# pc_fetch_unit_flat

==> pc_fetch_unit_flat/class_map.png <==
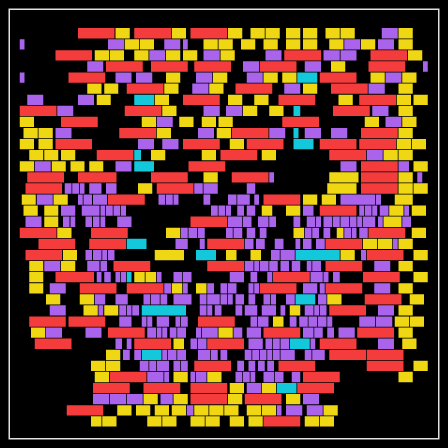

File: config.mk
export PLATFORM = sky130hd
export DESIGN_NAME = pc_fetch_unit_flat
export DESIGN_NICKNAME = d
export VERILOG_FILES = /design/src/rtl/pc_fetch_unit_if.sv /design/src/rtl/pc_fetch_unit.sv /design/src/flat_wrapper.sv
export SDC_FILE = /design/constraint.sdc
export NUM_CORES = 1
export LEC_CHECK = 0
export ABC_AREA = 0
export CORE_MARGIN = 2
export CORE_UTILIZATION = 44
export DETAILED_ROUTE_END_ITERATION = 12
export PLACE_DENSITY = 0.91
export SLEW_MARGIN = 0
export SYNTH_ARGS = -nofsm -noshare
export SYNTH_HDL_FRONTEND = slang
export SYNTH_SLANG_ARGS = --single-unit
File: constraint.sdc
create_clock -name clk -period 2.5 [get_ports clk]
set_clock_uncertainty 0.15 [all_clocks]
set_input_delay 0.375 -clock clk [delete_from_list [all_inputs] [get_ports clk]]
set_output_delay 0.375 -clock clk [all_outputs]
set_load 0.05 [all_outputs]
File: src/rtl/pc_fetch_unit_if.sv
// rtl/pc_fetch_unit_if.sv - branch, instruction-memory and decode handshake bundle of the fetch unit
interface pc_fetch_unit_if #(
  parameter int XLEN = 32
);
  logic            nextPCSource;
  logic [XLEN-1:0] branchTarget;
  logic            branchValid;
  logic            imemReqValid;
  logic            imemReqReady;
  logic [XLEN-1:0] imemAddr;
  logic            imemRespValid;
  logic [31:0]     imemRespData;
  logic            instValid;
  logic            instReady;
  logic [31:0]     instData;
  logic [XLEN-1:0] instPC;
  logic            fetchFault;

  modport master (
    input  nextPCSource, branchTarget, branchValid,
    input  imemReqReady, imemRespValid, imemRespData, instReady,
    output imemReqValid, imemAddr, instValid, instData, instPC, fetchFault
  );

  modport slave (
    output nextPCSource, branchTarget, branchValid,
    output imemReqReady, imemRespValid, imemRespData, instReady,
    input  imemReqValid, imemAddr, instValid, instData, instPC, fetchFault
  );
endinterface

File: src/rtl/pc_fetch_unit.sv
// rtl/pc_fetch_unit.sv - multicycle PC/fetch FSM, one outstanding imem request
// Optional misaligned-target trap: define FETCH_MISALIGN_TRAP_EN.
module pc_fetch_unit #(
  parameter int              XLEN     = 32,
  parameter logic [XLEN-1:0] RESET_PC = '0
) (
  input  logic           clk,
  input  logic           rst_n,
  pc_fetch_unit_if.master fi
);
  localparam logic [2:0] IDLE    = 3'd0;
  localparam logic [2:0] REQ     = 3'd1;
  localparam logic [2:0] WAIT    = 3'd2;
  localparam logic [2:0] HOLD    = 3'd3;
  localparam logic [2:0] RESOLVE = 3'd4;
`ifdef FETCH_MISALIGN_TRAP_EN
  localparam logic [2:0] FAULT   = 3'd5;
`endif

  logic [2:0]      state;
  logic [XLEN-1:0] pc;
  logic [XLEN-1:0] inst_pc;
  logic [31:0]     inst_data;
  logic [XLEN-1:0] aligned_target;
  logic [XLEN-1:0] next_pc;

  assign aligned_target = {fi.branchTarget[XLEN-1:2], 2'b00};
  assign next_pc        = fi.nextPCSource ? aligned_target : pc + XLEN'(4);

  assign fi.imemReqValid = (state == REQ);
  assign fi.imemAddr     = pc;
  assign fi.instValid    = (state == HOLD);
  assign fi.instData     = inst_data;
  assign fi.instPC       = inst_pc;

`ifdef FETCH_MISALIGN_TRAP_EN
  logic fault_q;
  logic misaligned_taken;

  assign misaligned_taken = fi.nextPCSource && (fi.branchTarget[1:0] != 2'b00);
  assign fi.fetchFault    = fault_q;
`else
  logic unused_target_lsbs;

  assign unused_target_lsbs = ^fi.branchTarget[1:0];
  assign fi.fetchFault      = 1'b0;
`endif

  always_ff @(posedge clk or negedge rst_n) begin
    if (!rst_n) begin
      state     <= IDLE;
      pc        <= RESET_PC;
      inst_pc   <= RESET_PC;
      inst_data <= '0;
`ifdef FETCH_MISALIGN_TRAP_EN
      fault_q   <= 1'b0;
`endif
    end else begin
      case (state)
        IDLE: state <= REQ;
        REQ: begin
          if (fi.imemReqReady) state <= WAIT;
        end
        // Responses are only sampled here, so stale data in other states is dropped.
        WAIT: begin
          if (fi.imemRespValid) begin
            inst_data <= fi.imemRespData;
            inst_pc   <= pc;
            state     <= HOLD;
          end
        end
        HOLD: begin
          if (fi.instReady) state <= RESOLVE;
        end
        RESOLVE: begin
          if (fi.branchValid) begin
`ifdef FETCH_MISALIGN_TRAP_EN
            if (misaligned_taken) begin
              fault_q <= 1'b1;
              state   <= FAULT;
            end else begin
              pc    <= next_pc;
              state <= REQ;
            end
`else
            pc    <= next_pc;
            state <= REQ;
`endif
          end
        end
`ifdef FETCH_MISALIGN_TRAP_EN
        FAULT: state <= FAULT;
`endif
        default: state <= IDLE;
      endcase
    end
  end
endmodule

File: src/flat_wrapper.sv
// flat-port wrapper written by rule: the top's interface ports become plain ports
module pc_fetch_unit_flat 
#(
  parameter int              XLEN     = 32,
  parameter logic [XLEN-1:0] RESET_PC = '0
)
  (clk, rst_n, fi_nextPCSource, fi_branchTarget, fi_branchValid, fi_imemReqReady, fi_imemRespValid, fi_imemRespData, fi_instReady, fi_imemReqValid, fi_imemAddr, fi_instValid, fi_instData, fi_instPC, fi_fetchFault);
  pc_fetch_unit_if #(.XLEN(XLEN)) fi_i ();
  input  logic clk;
  input  logic rst_n;
  input wire logic [$bits(fi_i.nextPCSource)-1:0] fi_nextPCSource;
  input wire logic [$bits(fi_i.branchTarget)-1:0] fi_branchTarget;
  input wire logic [$bits(fi_i.branchValid)-1:0] fi_branchValid;
  input wire logic [$bits(fi_i.imemReqReady)-1:0] fi_imemReqReady;
  input wire logic [$bits(fi_i.imemRespValid)-1:0] fi_imemRespValid;
  input wire logic [$bits(fi_i.imemRespData)-1:0] fi_imemRespData;
  input wire logic [$bits(fi_i.instReady)-1:0] fi_instReady;
  output wire logic [$bits(fi_i.imemReqValid)-1:0] fi_imemReqValid;
  output wire logic [$bits(fi_i.imemAddr)-1:0] fi_imemAddr;
  output wire logic [$bits(fi_i.instValid)-1:0] fi_instValid;
  output wire logic [$bits(fi_i.instData)-1:0] fi_instData;
  output wire logic [$bits(fi_i.instPC)-1:0] fi_instPC;
  output wire logic [$bits(fi_i.fetchFault)-1:0] fi_fetchFault;
  assign fi_i.nextPCSource = fi_nextPCSource;
  assign fi_i.branchTarget = fi_branchTarget;
  assign fi_i.branchValid = fi_branchValid;
  assign fi_i.imemReqReady = fi_imemReqReady;
  assign fi_i.imemRespValid = fi_imemRespValid;
  assign fi_i.imemRespData = fi_imemRespData;
  assign fi_i.instReady = fi_instReady;
  assign fi_imemReqValid = fi_i.imemReqValid;
  assign fi_imemAddr = fi_i.imemAddr;
  assign fi_instValid = fi_i.instValid;
  assign fi_instData = fi_i.instData;
  assign fi_instPC = fi_i.instPC;
  assign fi_fetchFault = fi_i.fetchFault;
  pc_fetch_unit #(.XLEN(XLEN), .RESET_PC(RESET_PC)) u_core (.clk(clk), .rst_n(rst_n), .fi(fi_i));
endmodule
# servo_pulse_decoder

### src/rtl/servo_pkg.sv
// +----------------------------------------------------------------------+
// | servo_pkg: constants and state encoding shared by servo encode/decode |
// | Revision: 1.0                                                         |
// +----------------------------------------------------------------------+
`default_nettype none

package servo_pkg;

  localparam int DEF_CLK_HZ        = 50000000;
  localparam int DEF_TICK_HZ       = 128000;
  localparam int DEF_MIN_TICKS     = 64;
  localparam int DEF_GLITCH_TICKS  = 8;
  localparam int DEF_TIMEOUT_TICKS = 7680;

  localparam int CODE_W    = 8;
  localparam int WIDTH_W   = 12;
  localparam int TIMEOUT_W = 13;

  typedef enum logic [1:0] {
    ST_ARM  = 2'd0,
    ST_LOW  = 2'd1,
    ST_HIGH = 2'd2
  } cap_state_e;

  // Inverse of the controller's encoding: width in ticks minus the code-0 offset, clamped.
  function automatic logic [CODE_W-1:0] width_to_code(input logic [WIDTH_W-1:0] width,
                                                      input logic [WIDTH_W-1:0] min_w);
    logic [WIDTH_W-1:0] diff;
    diff = width - min_w;
    if (width <= min_w) return '0;
    if (diff > WIDTH_W'((1 << CODE_W) - 1)) return '1;
    return diff[CODE_W-1:0];
  endfunction

endpackage

`default_nettype wire

### src/rtl/pulse_capture_channel.sv
// +----------------------------------------------------------------------+
// | pulse_capture_channel: one servo input -> 8-bit code, fresh, stale    |
// | Revision: 1.0                                                         |
// +----------------------------------------------------------------------+
`default_nettype none

module pulse_capture_channel
  import servo_pkg::*;
#(
  parameter int min_ticks     = DEF_MIN_TICKS,
  parameter int glitch_ticks  = DEF_GLITCH_TICKS,
  parameter int timeout_ticks = DEF_TIMEOUT_TICKS
) (
  input  logic              clk,
  input  logic              rst_n,
  input  logic              tick_i,
  input  logic              pwm_i,
  input  logic              rd_clr_i,
  output logic [CODE_W-1:0] code_o,
  output logic              fresh_o,
  output logic              stale_o
);

  localparam logic [WIDTH_W-1:0]   c_min_w    = WIDTH_W'(min_ticks);
  localparam logic [WIDTH_W-1:0]   c_glitch_w = WIDTH_W'(glitch_ticks);
  localparam logic [TIMEOUT_W-1:0] c_to_max   = TIMEOUT_W'(timeout_ticks);

  logic [1:0]           sync_q;
  logic                 level_q, rise_q, fall_q;
  cap_state_e           state_q, state_d;
  logic [WIDTH_W-1:0]   width_q, width_d;
  logic [TIMEOUT_W-1:0] to_q, to_d;
  logic [CODE_W-1:0]    code_q, code_d;
  logic                 fresh_q, fresh_d;
  logic                 stale_q, stale_d;
  logic                 accept;

  // Edge events are registered so both edges see identical pin-to-event latency.
  always_ff @(posedge clk or negedge rst_n) begin
    if (!rst_n) begin
      sync_q  <= '0;
      level_q <= 1'b0;
      rise_q  <= 1'b0;
      fall_q  <= 1'b0;
    end else begin
      sync_q  <= {sync_q[0], pwm_i};
      level_q <= sync_q[1];
      rise_q  <= sync_q[1] & ~level_q;
      fall_q  <= ~sync_q[1] & level_q;
    end
  end

  always_ff @(posedge clk or negedge rst_n) begin
    if (!rst_n) begin
      state_q <= ST_ARM;
      width_q <= '0;
      to_q    <= '0;
      code_q  <= '0;
      fresh_q <= 1'b0;
      stale_q <= 1'b0;
    end else begin
      state_q <= state_d;
      width_q <= width_d;
      to_q    <= to_d;
      code_q  <= code_d;
      fresh_q <= fresh_d;
      stale_q <= stale_d;
    end
  end

  always_comb begin
    state_d = state_q;
    width_d = width_q;
    to_d    = to_q;
    code_d  = code_q;
    fresh_d = fresh_q;
    stale_d = stale_q;
    accept  = 1'b0;

    case (state_q)
      ST_ARM: if (!sync_q[1]) state_d = ST_LOW;
      ST_LOW: begin
        if (rise_q) begin
          width_d = '0;
          state_d = ST_HIGH;
        end
      end
      ST_HIGH: begin
        if (fall_q) begin
          state_d = ST_LOW;
          accept  = (width_q >= c_glitch_w);
        end else if (tick_i && (width_q != '1)) begin
          width_d = width_q + 1'b1;
        end
      end
      default: state_d = ST_ARM;
    endcase

    if (rise_q) to_d = '0;
    else if (tick_i && (to_q != c_to_max)) to_d = to_q + 1'b1;

    if (to_q == c_to_max) stale_d = 1'b1;
    if (rd_clr_i) fresh_d = 1'b0;

    // A capture landing with a read of this channel keeps fresh set.
    if (accept) begin
      code_d  = width_to_code(width_q, c_min_w);
      fresh_d = 1'b1;
      stale_d = 1'b0;
    end
  end

  assign code_o  = code_q;
  assign fresh_o = fresh_q;
  assign stale_o = stale_q;

endmodule

`default_nettype wire

### src/rtl/servo_pulse_decoder.sv
// +----------------------------------------------------------------------+
// | servo_pulse_decoder: N-channel servo pulse-width to 8-bit code reader |
// | Revision: 1.0                                                         |
// +----------------------------------------------------------------------+
`default_nettype none

module servo_pulse_decoder
  import servo_pkg::*;
#(
  parameter int n_channels             = 4,
  parameter int nbits                  = $clog2(n_channels),
  parameter int clk_frequency          = DEF_CLK_HZ,
  parameter int required_clk_frequency = DEF_TICK_HZ,
  parameter int min_ticks              = DEF_MIN_TICKS,
  parameter int glitch_ticks           = DEF_GLITCH_TICKS,
  parameter int timeout_ticks          = DEF_TIMEOUT_TICKS
) (
  input  logic                  clk,
  input  logic                  rst_n,
  input  logic [n_channels-1:0] PwmIn,
  input  logic [nbits-1:0]      address,
  input  logic                  read,
  output logic [CODE_W-1:0]     dutycycle,
  output logic                  valid,
  output logic [n_channels-1:0] fresh,
  output logic [n_channels-1:0] stale
);

  localparam int c_div    = clk_frequency / required_clk_frequency;
  localparam int c_tick_w = (c_div > 1) ? $clog2(c_div) : 1;

  logic [c_tick_w-1:0] tick_cnt_q, tick_cnt_d;
  logic                tick;

  assign tick       = (tick_cnt_q == c_tick_w'(c_div - 1));
  assign tick_cnt_d = tick ? '0 : tick_cnt_q + 1'b1;

  always_ff @(posedge clk or negedge rst_n) begin
    if (!rst_n) tick_cnt_q <= '0;
    else        tick_cnt_q <= tick_cnt_d;
  end

  logic [n_channels-1:0][CODE_W-1:0] codes;
  logic [n_channels-1:0]             rd_clr;

  for (genvar g = 0; g < n_channels; g++) begin : g_channel
    assign rd_clr[g] = read && (int'(address) == g);

    pulse_capture_channel #(
      .min_ticks     (min_ticks),
      .glitch_ticks  (glitch_ticks),
      .timeout_ticks (timeout_ticks)
    ) u_chan (
      .clk      (clk),
      .rst_n    (rst_n),
      .tick_i   (tick),
      .pwm_i    (PwmIn[g]),
      .rd_clr_i (rd_clr[g]),
      .code_o   (codes[g]),
      .fresh_o  (fresh[g]),
      .stale_o  (stale[g])
    );
  end

  logic [CODE_W-1:0] sel_code;
  logic [CODE_W-1:0] dutycycle_q, dutycycle_d;
  logic              valid_q;

  // Out-of-range addresses match no channel and read back as zero.
  always_comb begin
    sel_code = '0;
    for (int i = 0; i < n_channels; i++) begin
      if (int'(address) == i) sel_code = codes[i];
    end
    dutycycle_d = read ? sel_code : dutycycle_q;
  end

  always_ff @(posedge clk or negedge rst_n) begin
    if (!rst_n) begin
      dutycycle_q <= '0;
      valid_q     <= 1'b0;
    end else begin
      dutycycle_q <= dutycycle_d;
      valid_q     <= read;
    end
  end

  assign dutycycle = dutycycle_q;
  assign valid     = valid_q;

endmodule

`default_nettype wire

### config.mk
export PLATFORM = sky130hd
export DESIGN_NAME = servo_pulse_decoder
export DESIGN_NICKNAME = d
export VERILOG_FILES = /design/src/rtl/servo_pkg.sv /design/src/rtl/pulse_capture_channel.sv /design/src/rtl/servo_pulse_decoder.sv
export SDC_FILE = /design/constraint.sdc
export NUM_CORES = 1
export LEC_CHECK = 0
export ABC_AREA = 1
export CORE_ASPECT_RATIO = 0.7
export CORE_MARGIN = 1
export CORE_UTILIZATION = 40
export DETAILED_ROUTE_END_ITERATION = 8
export PLACE_DENSITY = 0.62
export SLEW_MARGIN = 20
export SYNTH_ARGS = -nofsm -noshare
export SYNTH_HDL_FRONTEND = slang
export SYNTH_SLANG_ARGS = --single-unit
### constraint.sdc
create_clock -name clk -period 2.3 [get_ports clk]
set_input_delay 0.575 -clock clk [delete_from_list [all_inputs] [get_ports clk]]
set_output_delay 0.575 -clock clk [all_outputs]
set_load 0.01 [all_outputs]
# keypad_scanner

$ cat config.mk
export PLATFORM = sky130hd
export DESIGN_NAME = keypad_scanner
export DESIGN_NICKNAME = d
export VERILOG_FILES = /design/src/rtl/keypad_scanner.sv
export SDC_FILE = /design/constraint.sdc
export NUM_CORES = 1
export LEC_CHECK = 0
export CORE_MARGIN = 4
export CORE_UTILIZATION = 60
export DETAILED_ROUTE_END_ITERATION = 8
export HOLD_SLACK_MARGIN = 0.06
export PLACE_DENSITY = 0.91
export SLEW_MARGIN = 25
export SYNTH_ARGS = -nofsm -noshare
export SYNTH_HDL_FRONTEND = slang
export SYNTH_SLANG_ARGS = --single-unit
$ cat constraint.sdc
create_clock -name clk -period 5.5 [get_ports clk]
set_input_delay 0.825 -clock clk [delete_from_list [all_inputs] [get_ports clk]]
set_output_delay 0.825 -clock clk [all_outputs]
set_load 0.005 [all_outputs]
$ cat src/rtl/keypad_scanner.sv
// 3x4 matrix keypad scanner: rotates a one-hot column drive on a divided
// scan tick, debounces a single-row hit on the frozen column, and reports
// the accepted key code with a one-cycle strobe plus a held flag.
module keypad_scanner #(
  parameter int SCAN_DIV       = 25000,
  parameter int DEBOUNCE_SCANS = 4
) (
  input  logic       clk,
  input  logic       rst,
  input  logic [3:0] key_row,
  output logic [2:0] key_col,
  output logic [3:0] key_data,
  output logic       key_valid,
  output logic       key_pressed
);

  localparam int DW = (SCAN_DIV > 1) ? $clog2(SCAN_DIV) : 1;
  localparam int CW = $clog2(DEBOUNCE_SCANS + 1);
  localparam logic [DW-1:0] DIV_LAST = DW'(SCAN_DIV - 1);
  localparam logic [CW-1:0] CNT_MAX  = CW'(DEBOUNCE_SCANS);

  typedef enum logic [1:0] {SCAN, DEBOUNCE, HELD} state_e;

  state_e          state_q, state_d;
  logic [DW-1:0]   div_q;
  logic [2:0]      col_q, col_d;
  logic [3:0]      row_q, row_d;
  logic [CW-1:0]   match_q, match_d, rel_q, rel_d;
  logic [3:0]      data_q, data_d;
  logic            valid_q, valid_d;
  logic            pressed_q;

  logic            tick;
  logic            row_onehot;
  logic            row_same;
  logic            row_idle;
  logic [CW-1:0]   match_inc, rel_inc;
  logic [2:0]      col_rot;

  // Code = row*3 + col + 1 from one-hot row/column patterns.
  function automatic logic [3:0] key_code(input logic [3:0] row, input logic [2:0] col);
    logic [3:0] r;
    logic [3:0] c;
    case (row)
      4'b0010: r = 4'd1;
      4'b0100: r = 4'd2;
      4'b1000: r = 4'd3;
      default: r = 4'd0;
    endcase
    case (col)
      3'b010:  c = 4'd1;
      3'b100:  c = 4'd2;
      default: c = 4'd0;
    endcase
    return r * 4'd3 + c + 4'd1;
  endfunction

  assign tick       = (div_q == DIV_LAST);
  assign row_onehot = $onehot(key_row);
  assign row_same   = (key_row == row_q);
  assign row_idle   = (key_row == 4'd0);
  // Counters stop at the threshold so they can never wrap.
  assign match_inc  = (match_q == CNT_MAX) ? match_q : match_q + CW'(1);
  assign rel_inc    = (rel_q == CNT_MAX) ? rel_q : rel_q + CW'(1);
  assign col_rot    = {col_q[1:0], col_q[2]};

  // Scan divider: free-running, wraps at SCAN_DIV-1.
  always_ff @(posedge clk) begin
    if (rst)       div_q <= '0;
    else if (tick) div_q <= '0;
    else           div_q <= div_q + DW'(1);
  end

  // FSM state register.
  always_ff @(posedge clk) begin
    if (rst) state_q <= SCAN;
    else     state_q <= state_d;
  end

  // FSM next-state: transitions only happen on scan ticks.
  always_comb begin
    state_d = state_q;
    if (tick) begin
      unique case (state_q)
        SCAN:     if (row_onehot) state_d = (DEBOUNCE_SCANS == 1) ? HELD : DEBOUNCE;
        DEBOUNCE: if (!row_same) state_d = SCAN;
                  else if (match_inc == CNT_MAX) state_d = HELD;
        HELD:     if (row_idle && rel_inc == CNT_MAX) state_d = SCAN;
        default:  state_d = SCAN;
      endcase
    end
  end

  // FSM outputs and datapath next values; the column only moves when
  // returning to or staying in SCAN without a clean single-row hit.
  always_comb begin
    col_d   = col_q;
    row_d   = row_q;
    match_d = match_q;
    rel_d   = rel_q;
    data_d  = data_q;
    valid_d = 1'b0;
    if (tick) begin
      unique case (state_q)
        SCAN: begin
          if (row_onehot) begin
            row_d   = key_row;
            match_d = CW'(1);
            rel_d   = '0;
            if (DEBOUNCE_SCANS == 1) begin
              data_d  = key_code(key_row, col_q);
              valid_d = 1'b1;
            end
          end else begin
            col_d = col_rot;
          end
        end
        DEBOUNCE: begin
          if (row_same) begin
            match_d = match_inc;
            if (match_inc == CNT_MAX) begin
              data_d  = key_code(row_q, col_q);
              valid_d = 1'b1;
              rel_d   = '0;
            end
          end else begin
            col_d   = col_rot;
            match_d = '0;
          end
        end
        HELD: begin
          if (row_idle) begin
            rel_d = rel_inc;
            if (rel_inc == CNT_MAX) begin
              col_d   = col_rot;
              rel_d   = '0;
              match_d = '0;
            end
          end else begin
            rel_d = '0;
          end
        end
        default: col_d = col_q;
      endcase
    end
  end

  // Datapath and registered outputs.
  always_ff @(posedge clk) begin
    if (rst) begin
      col_q     <= 3'b001;
      row_q     <= '0;
      match_q   <= '0;
      rel_q     <= '0;
      data_q    <= '0;
      valid_q   <= 1'b0;
      pressed_q <= 1'b0;
    end else begin
      col_q     <= col_d;
      row_q     <= row_d;
      match_q   <= match_d;
      rel_q     <= rel_d;
      data_q    <= data_d;
      valid_q   <= valid_d;
      pressed_q <= (state_d == HELD);
    end
  end

  assign key_col     = col_q;
  assign key_data    = data_q;
  assign key_valid   = valid_q;
  assign key_pressed = pressed_q;

endmodule


==> gallery <==
Wires at chosen ports, followed through buffers.
image #1
Bar = 20 um.
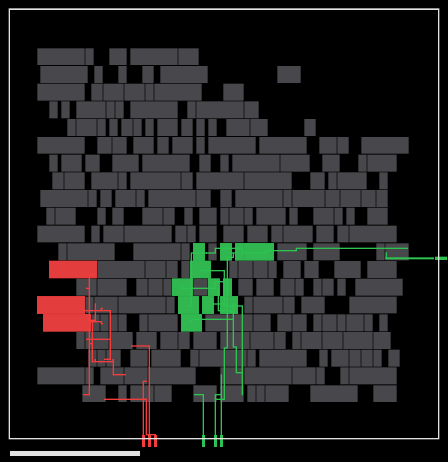
image #2
Bar = 20 um.
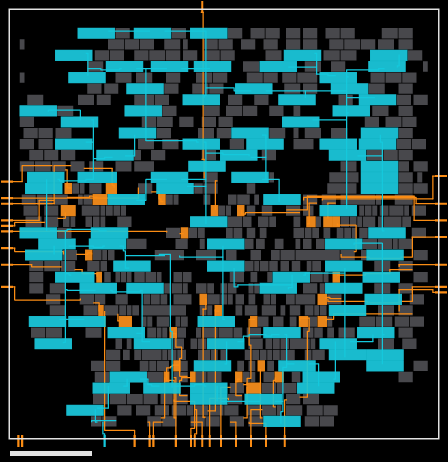
image #3
Bar = 50 um.
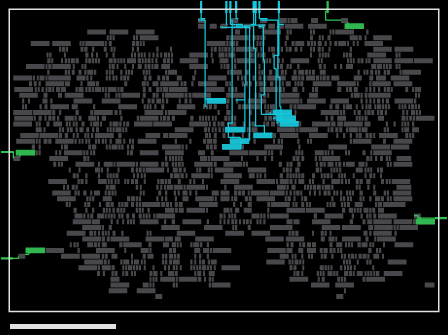
For keypad_scanner, see image #1.
For pc_fetch_unit_flat, see image #2.
For servo_pulse_decoder, see image #3.
Of these, smallest die: image #1

==> keypad_scanner/util_map.png <==
Bar = 20 um. 7 x 7 tiles, from black (low) to pale yellow (high), 0 to 100% covered.
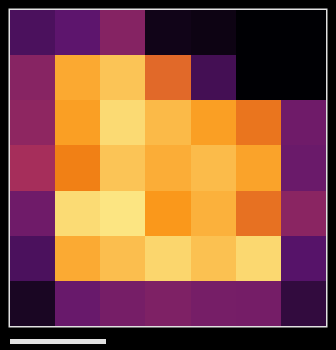
emptiest ninth of the die: north-east
tiles over 75% full: 39%
mean over tiles: 50%
densest ninth of the die: centre

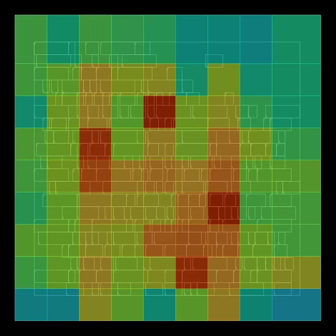
(keypad_scanner/congestion_map.png)
most crowded layer after global routing: met2
GRT Util Overall: 21.01%
grt met2 use: 34.17%
met1 usage in global routing: 25.27%

==> impl.org, keypad_scanner <==
#+TITLE: Synthesis and PnR summary

** Run status
- Result of the run :: completed

** Critical path
- Among cell families on the critical path, the largest total delay comes from simple AND/OR/NAND/NOR gates.
- Along the critical path, the tally of buffer and inverter instances is 3.
- Looking at the setup timing report, the critical path kind is in2reg.
- The worst setup path is captured at a register.
- The critical path endpoint has a required time of ~5.8 ns.
- In this run the number of cells on the critical path is 11.

** Finish
- The layout report lists the non-clock buffer share of cell area as between 6 and 7%.
- Flip-flop count of the largest register, all copies and words added :: 15
- Count of clock buffers in the final design :: 8
- Reg area :: 720.7 um^2
- The design has 36 sequential cells.
- For this run, the script counts the antenna cells in the layout as 0.
- After filler insertion, the fill cell instance count of the layout stands at about 260.
- The layout report lists the multi-input gate area as between 1000 and 1500 um^2.
- The top cell type in the final layout, fill and taps aside, is sky130_fd_sc_hd__dfxtp_1.

** Detailed routing
- Top routing layer in use :: met4
- Via density per instance :: about 5.5

** Logic synthesis
- In the Yosys stats the netlist draws on 42 distinct library cells.
- Most frequently used flop master after synthesis :: sky130_fd_sc_hd__dfxtp_1

** Global routing
- Met3 track utilization from global routing :: 5.983%
- The via count of the first global-routing pass is approximately 1600.

** Hold path
- Looking at the hold checks, the worst path lands on div_q[0]$_SDFF_PP0_.
- The startpoint identified for the worst hold timing path is div_q[0]$_SDFF_PP0_.

** Pwr
- Relative contribution of sequential cells to total power :: about 60%
- Of all power groups, the one with the highest power is registers.
- IR Drop Worst-Case VDD :: between 150 and 200 uV
- Leakage :: roughly 0.00091 uW

** Run
- Max-Cap Viols :: 0

** Timing
- Clock skew on the completed layout was measured at 0.01194 ns.
- Rel. slew slack :: 47.79%
## keypad_scanner: cells in the mapped netlist (2+ instances only)
cell type / number
sky130_fd_sc_hd__and2_1: 2
sky130_fd_sc_hd__nor4_1: 2
sky130_fd_sc_hd__o21ai_0: 3
sky130_fd_sc_hd__nand3_1: 14
sky130_fd_sc_hd__a21oi_1: 10
sky130_fd_sc_hd__o31ai_1: 2
sky130_fd_sc_hd__nand3b_1: 2
sky130_fd_sc_hd__or3_1: 4
sky130_fd_sc_hd__dfxtp_1: 36
sky130_fd_sc_hd__ha_1: 15
sky130_fd_sc_hd__xnor2_1: 8
sky130_fd_sc_hd__a21o_1: 2
sky130_fd_sc_hd__nand2_1: 21
sky130_fd_sc_hd__nor2_1: 33
sky130_fd_sc_hd__nand2b_1: 2
sky130_fd_sc_hd__and3_1: 2
sky130_fd_sc_hd__fa_1: 3
sky130_fd_sc_hd__a211oi_1: 2
sky130_fd_sc_hd__mux2i_1: 5
sky130_fd_sc_hd__xor2_1: 13
sky130_fd_sc_hd__clkbuf_1: 5
sky130_fd_sc_hd__nor3_1: 4
sky130_fd_sc_hd__nand4_1: 5
sky130_fd_sc_hd__inv_1: 21
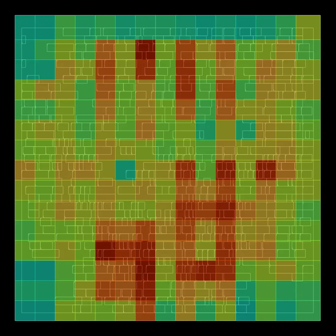
(pc_fetch_unit_flat/congestion_map.png)
met1 usage in global routing: 28.84%
GRT Util Overall: 23.20%
most crowded layer after global routing: met2
Avg WL per Cell: 17.64 um
grt met2 use: 39.15%

## Picture notes: pc_fetch_unit_flat/class_map.png
| colour | class | cells | share of their area |
|---|---|---|---|
| purple | remaining logic cells | 289 | 31% |
| yellow | remaining buffers and delay cells | 177 | 28% |
| red | registers | 95 | 37% |
| cyan | clock drivers and dummy loads | 16 | 3.4% |

==> impl.org, pc_fetch_unit_flat <==
#+TITLE: Synthesis and PnR summary

** Run status
- Result of the run :: completed

** Logic synthesis
- Unique cell type count in the Yosys netlist :: between 50 and 60
- Synthesis inferred between 90 and 100 register bits.
- Max-area cell share :: between 50% and 60%
- Area fraction in and, or, nand and nor cells after synthesis :: 15.67%
- Mean post-synth cell area :: approximately 11 um^2
- Looking at the gate-level netlist, the highest instance count belongs to sky130_fd_sc_hd__dfrtp_1.

** Critical path
- The cell sequence reported for the critical path is clkdlybuf4s50_1.
- Critical Path Sink Type :: output pin
- The worst setup path is of the reg2out kind.
- Capturing instance or port of the critical path :: fi_imemAddr[8]
- Number of buffers and inverters on the critical path :: 1

** Timing
- Maximum clock frequency :: approximately 430 MHz
- Period utilisation layout :: around 94%
- Setup repair after global routing left no endpoint under its margin.
- Counting pins that exceed their max-slew limit in the final report gives 0.

** Detailed routing
- For this run, design rule violations remaining after detail routing come to 0.
- The routed layout has between 3000 and 4000 vias.

** Finish
- Once layout is complete, the cells apart from fillers number around 710.
- Sequential cell count :: roughly 95
- In the layout the tool counted multi-input logic cells amounting to approximately 280.
- Layout filler cell count :: between 700 and 800

** Pwr
- Leakage :: ~0.0027 uW

** Floorplanning
- Placeable core region :: 9819 um^2
- For this floorplan the total number of well-tap instances is 133.

** Clock tree
- The H-tree was split into 3 levels.
- The number of hold buffers added after CTS was 1.
- Number of gates resized after CTS :: 0

** Placed design
- Placed cell areas :: 6297 um^2

** Global routing
- Residual overflow from global routing :: 0
==> pc_fetch_unit_flat: report_power, final <==
group	switching, uW	internal (uW)
registers	574	2170
clock network	531	589
logic	3060	1750
==> pc_fetch_unit_flat: cells in the final DEF, fill, tap and decap left out, drive strengths merged, types with 3 or more instances in the layout <==
cell type / Yosys / layout
nand4: 17 / 17
a2bb2oi: 4 / 4
o31ai: 3 / 3
clkbuf: 14 / 12
nor2: 23 / 23
mux2i: 7 / 7
o21ai: 18 / 18
buf: 15 / 16
nor3: 12 / 12
nor2b: 5 / 5
a21oi: 24 / 24
mux2: 62 / 62
and3: 10 / 10
o22ai: 4 / 4
nand2: 29 / 29
nor4: 7 / 7
inv: 6 / 6
a31oi: 3 / 3
conb: 1 / 5
clkdlybuf4s50: 0 / 158
nand3: 22 / 22
dfrtp: 95 / 95
==> pc_fetch_unit_flat: flip-flops by register name (all words and copies together), names as in the netlist <==
register and count:
u_core.fi.instData 32, u_core.fi.imemAddr 30, u_core.fi.instPC 30, u_core.state 3
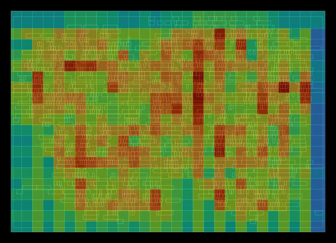
(servo_pulse_decoder/congestion_map.png)
grt met2 use: 26.96%
met1 usage in global routing: 29.68%
met3 track utilization from global routing: 4.441%

==> impl.org, servo_pulse_decoder <==
#+TITLE: Synthesis and PnR summary

** Detailed routing
- Avg WL per Cell :: between 10 and 15 um
- Detailed Route WL :: approximately 26 mm

** Logic synthesis
- The area fraction of the largest cell type after synthesis is between 40% and 50%.
- The mapped netlist covers 11250 um^2.
- Sequential element share of the synthesized area :: between 40% and 50%
- Yosys stat chip area :: 11250 um^2

** Finish
- Counting flops per register, the top entry is g_channel.u_chan.to_q.
- The net count of the finished layout is 1637.
- Per the layout report, the design carries roughly 2800 filler cells.

** Clock tree
- Worst-case clock buffer depth :: 2
- At the later pin of the worst-skew pair, clock insertion delay measures ~0.46 ns.
- TritonCTS built the clock tree.

** Critical path
- For reference, the most critical setup path is categorized as reg2out.
- Critical Path Sink Type :: output pin
- Critical Path, Cell by Cell :: clkdlybuf4s50_1
- All stages included, the depth of the critical timing path comes to 1.
- Family of cells with the greatest summed delay on the critical path :: buffers and inverters

** Timing
- Period utilisation layout :: 87.66%
- Final count of pins violating max slew :: 0

** Pwr
- Internal :: between 5000 and 6000 uW

** Run status
- The flow ran to the end, and the final reports show no timing, DRC or antenna violations.

** Global routing
- Pin count of the biggest net entering global routing :: roughly 53

** Floorplanning
- Number of rows in the core area :: 50
[servo_pulse_decoder: per-layer routing]
metal,vias up,wire (um)
li1,5079,-
met1,4454,13910
met2,212,10690
met3,14,1380
met4,0,177
met5,-,0
[servo_pulse_decoder: metrics by stage]
stage	power (uW)	worst slack (ns)	utilization, %	instances
2_1_floorplan	4551	0.7143	-	1578
3_3_place_gp	4865	0.2036	43.71	1943
3_5_place_dp	4869	0.1800	43.71	1943
4_1_cts	8113	0.2691	46.03	1975
5_1_grt	8438	0.08433	46.03	1975
6_report	8026	0.2838	46.03	1975
[servo_pulse_decoder: cell families after synthesis]
kind of cell               synth area share, %
buffers and inverters                    7.664
and+or+nand+nor                          39.47
xor gates and xnor gates                 3.037
DFF                                      41.38
adders and majority gates                3.337
AOI/OAI and AO/OA                        5.117
[servo_pulse_decoder: cell type report]
class,count,share of cell area [%]
multi-input combinational,1203,45.86
sequential,186,37.24
inverter,144,4.405
timing repair buffer,46,3.794
tap,364,3.644
clock buffer,18,3.514
clock inverter,14,1.542


==> notes/layouts.md <==
Pictures saved along the way, in no particular order.

Power grid.
picture 1
Bar = 50 um. Pins as bars on the die edge.
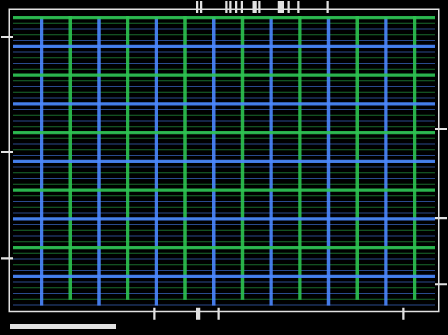
picture 2
Bar = 20 um. Pins as bars on the die edge.
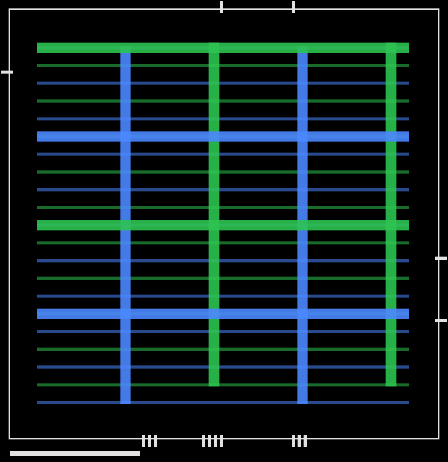
picture 3
Bar = 20 um. Pins as bars on the die edge.
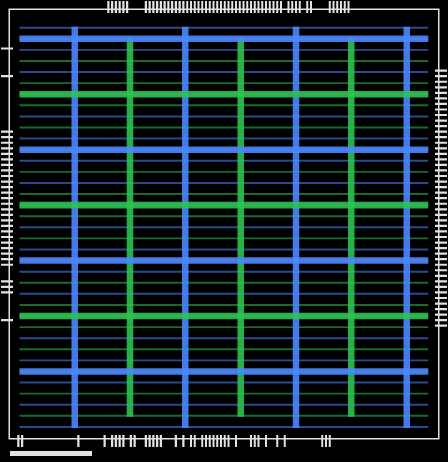
pc_fetch_unit_flat -> picture 3
servo_pulse_decoder -> picture 1
keypad_scanner -> picture 2

Key to picture 3:
| colour | net |
|---|---|
| blue | VSS |
| green | VDD |
met4 straps: 7
met5 straps: 7
rows: 36

No activity file was given, so power comes from the tool's default toggle rates.
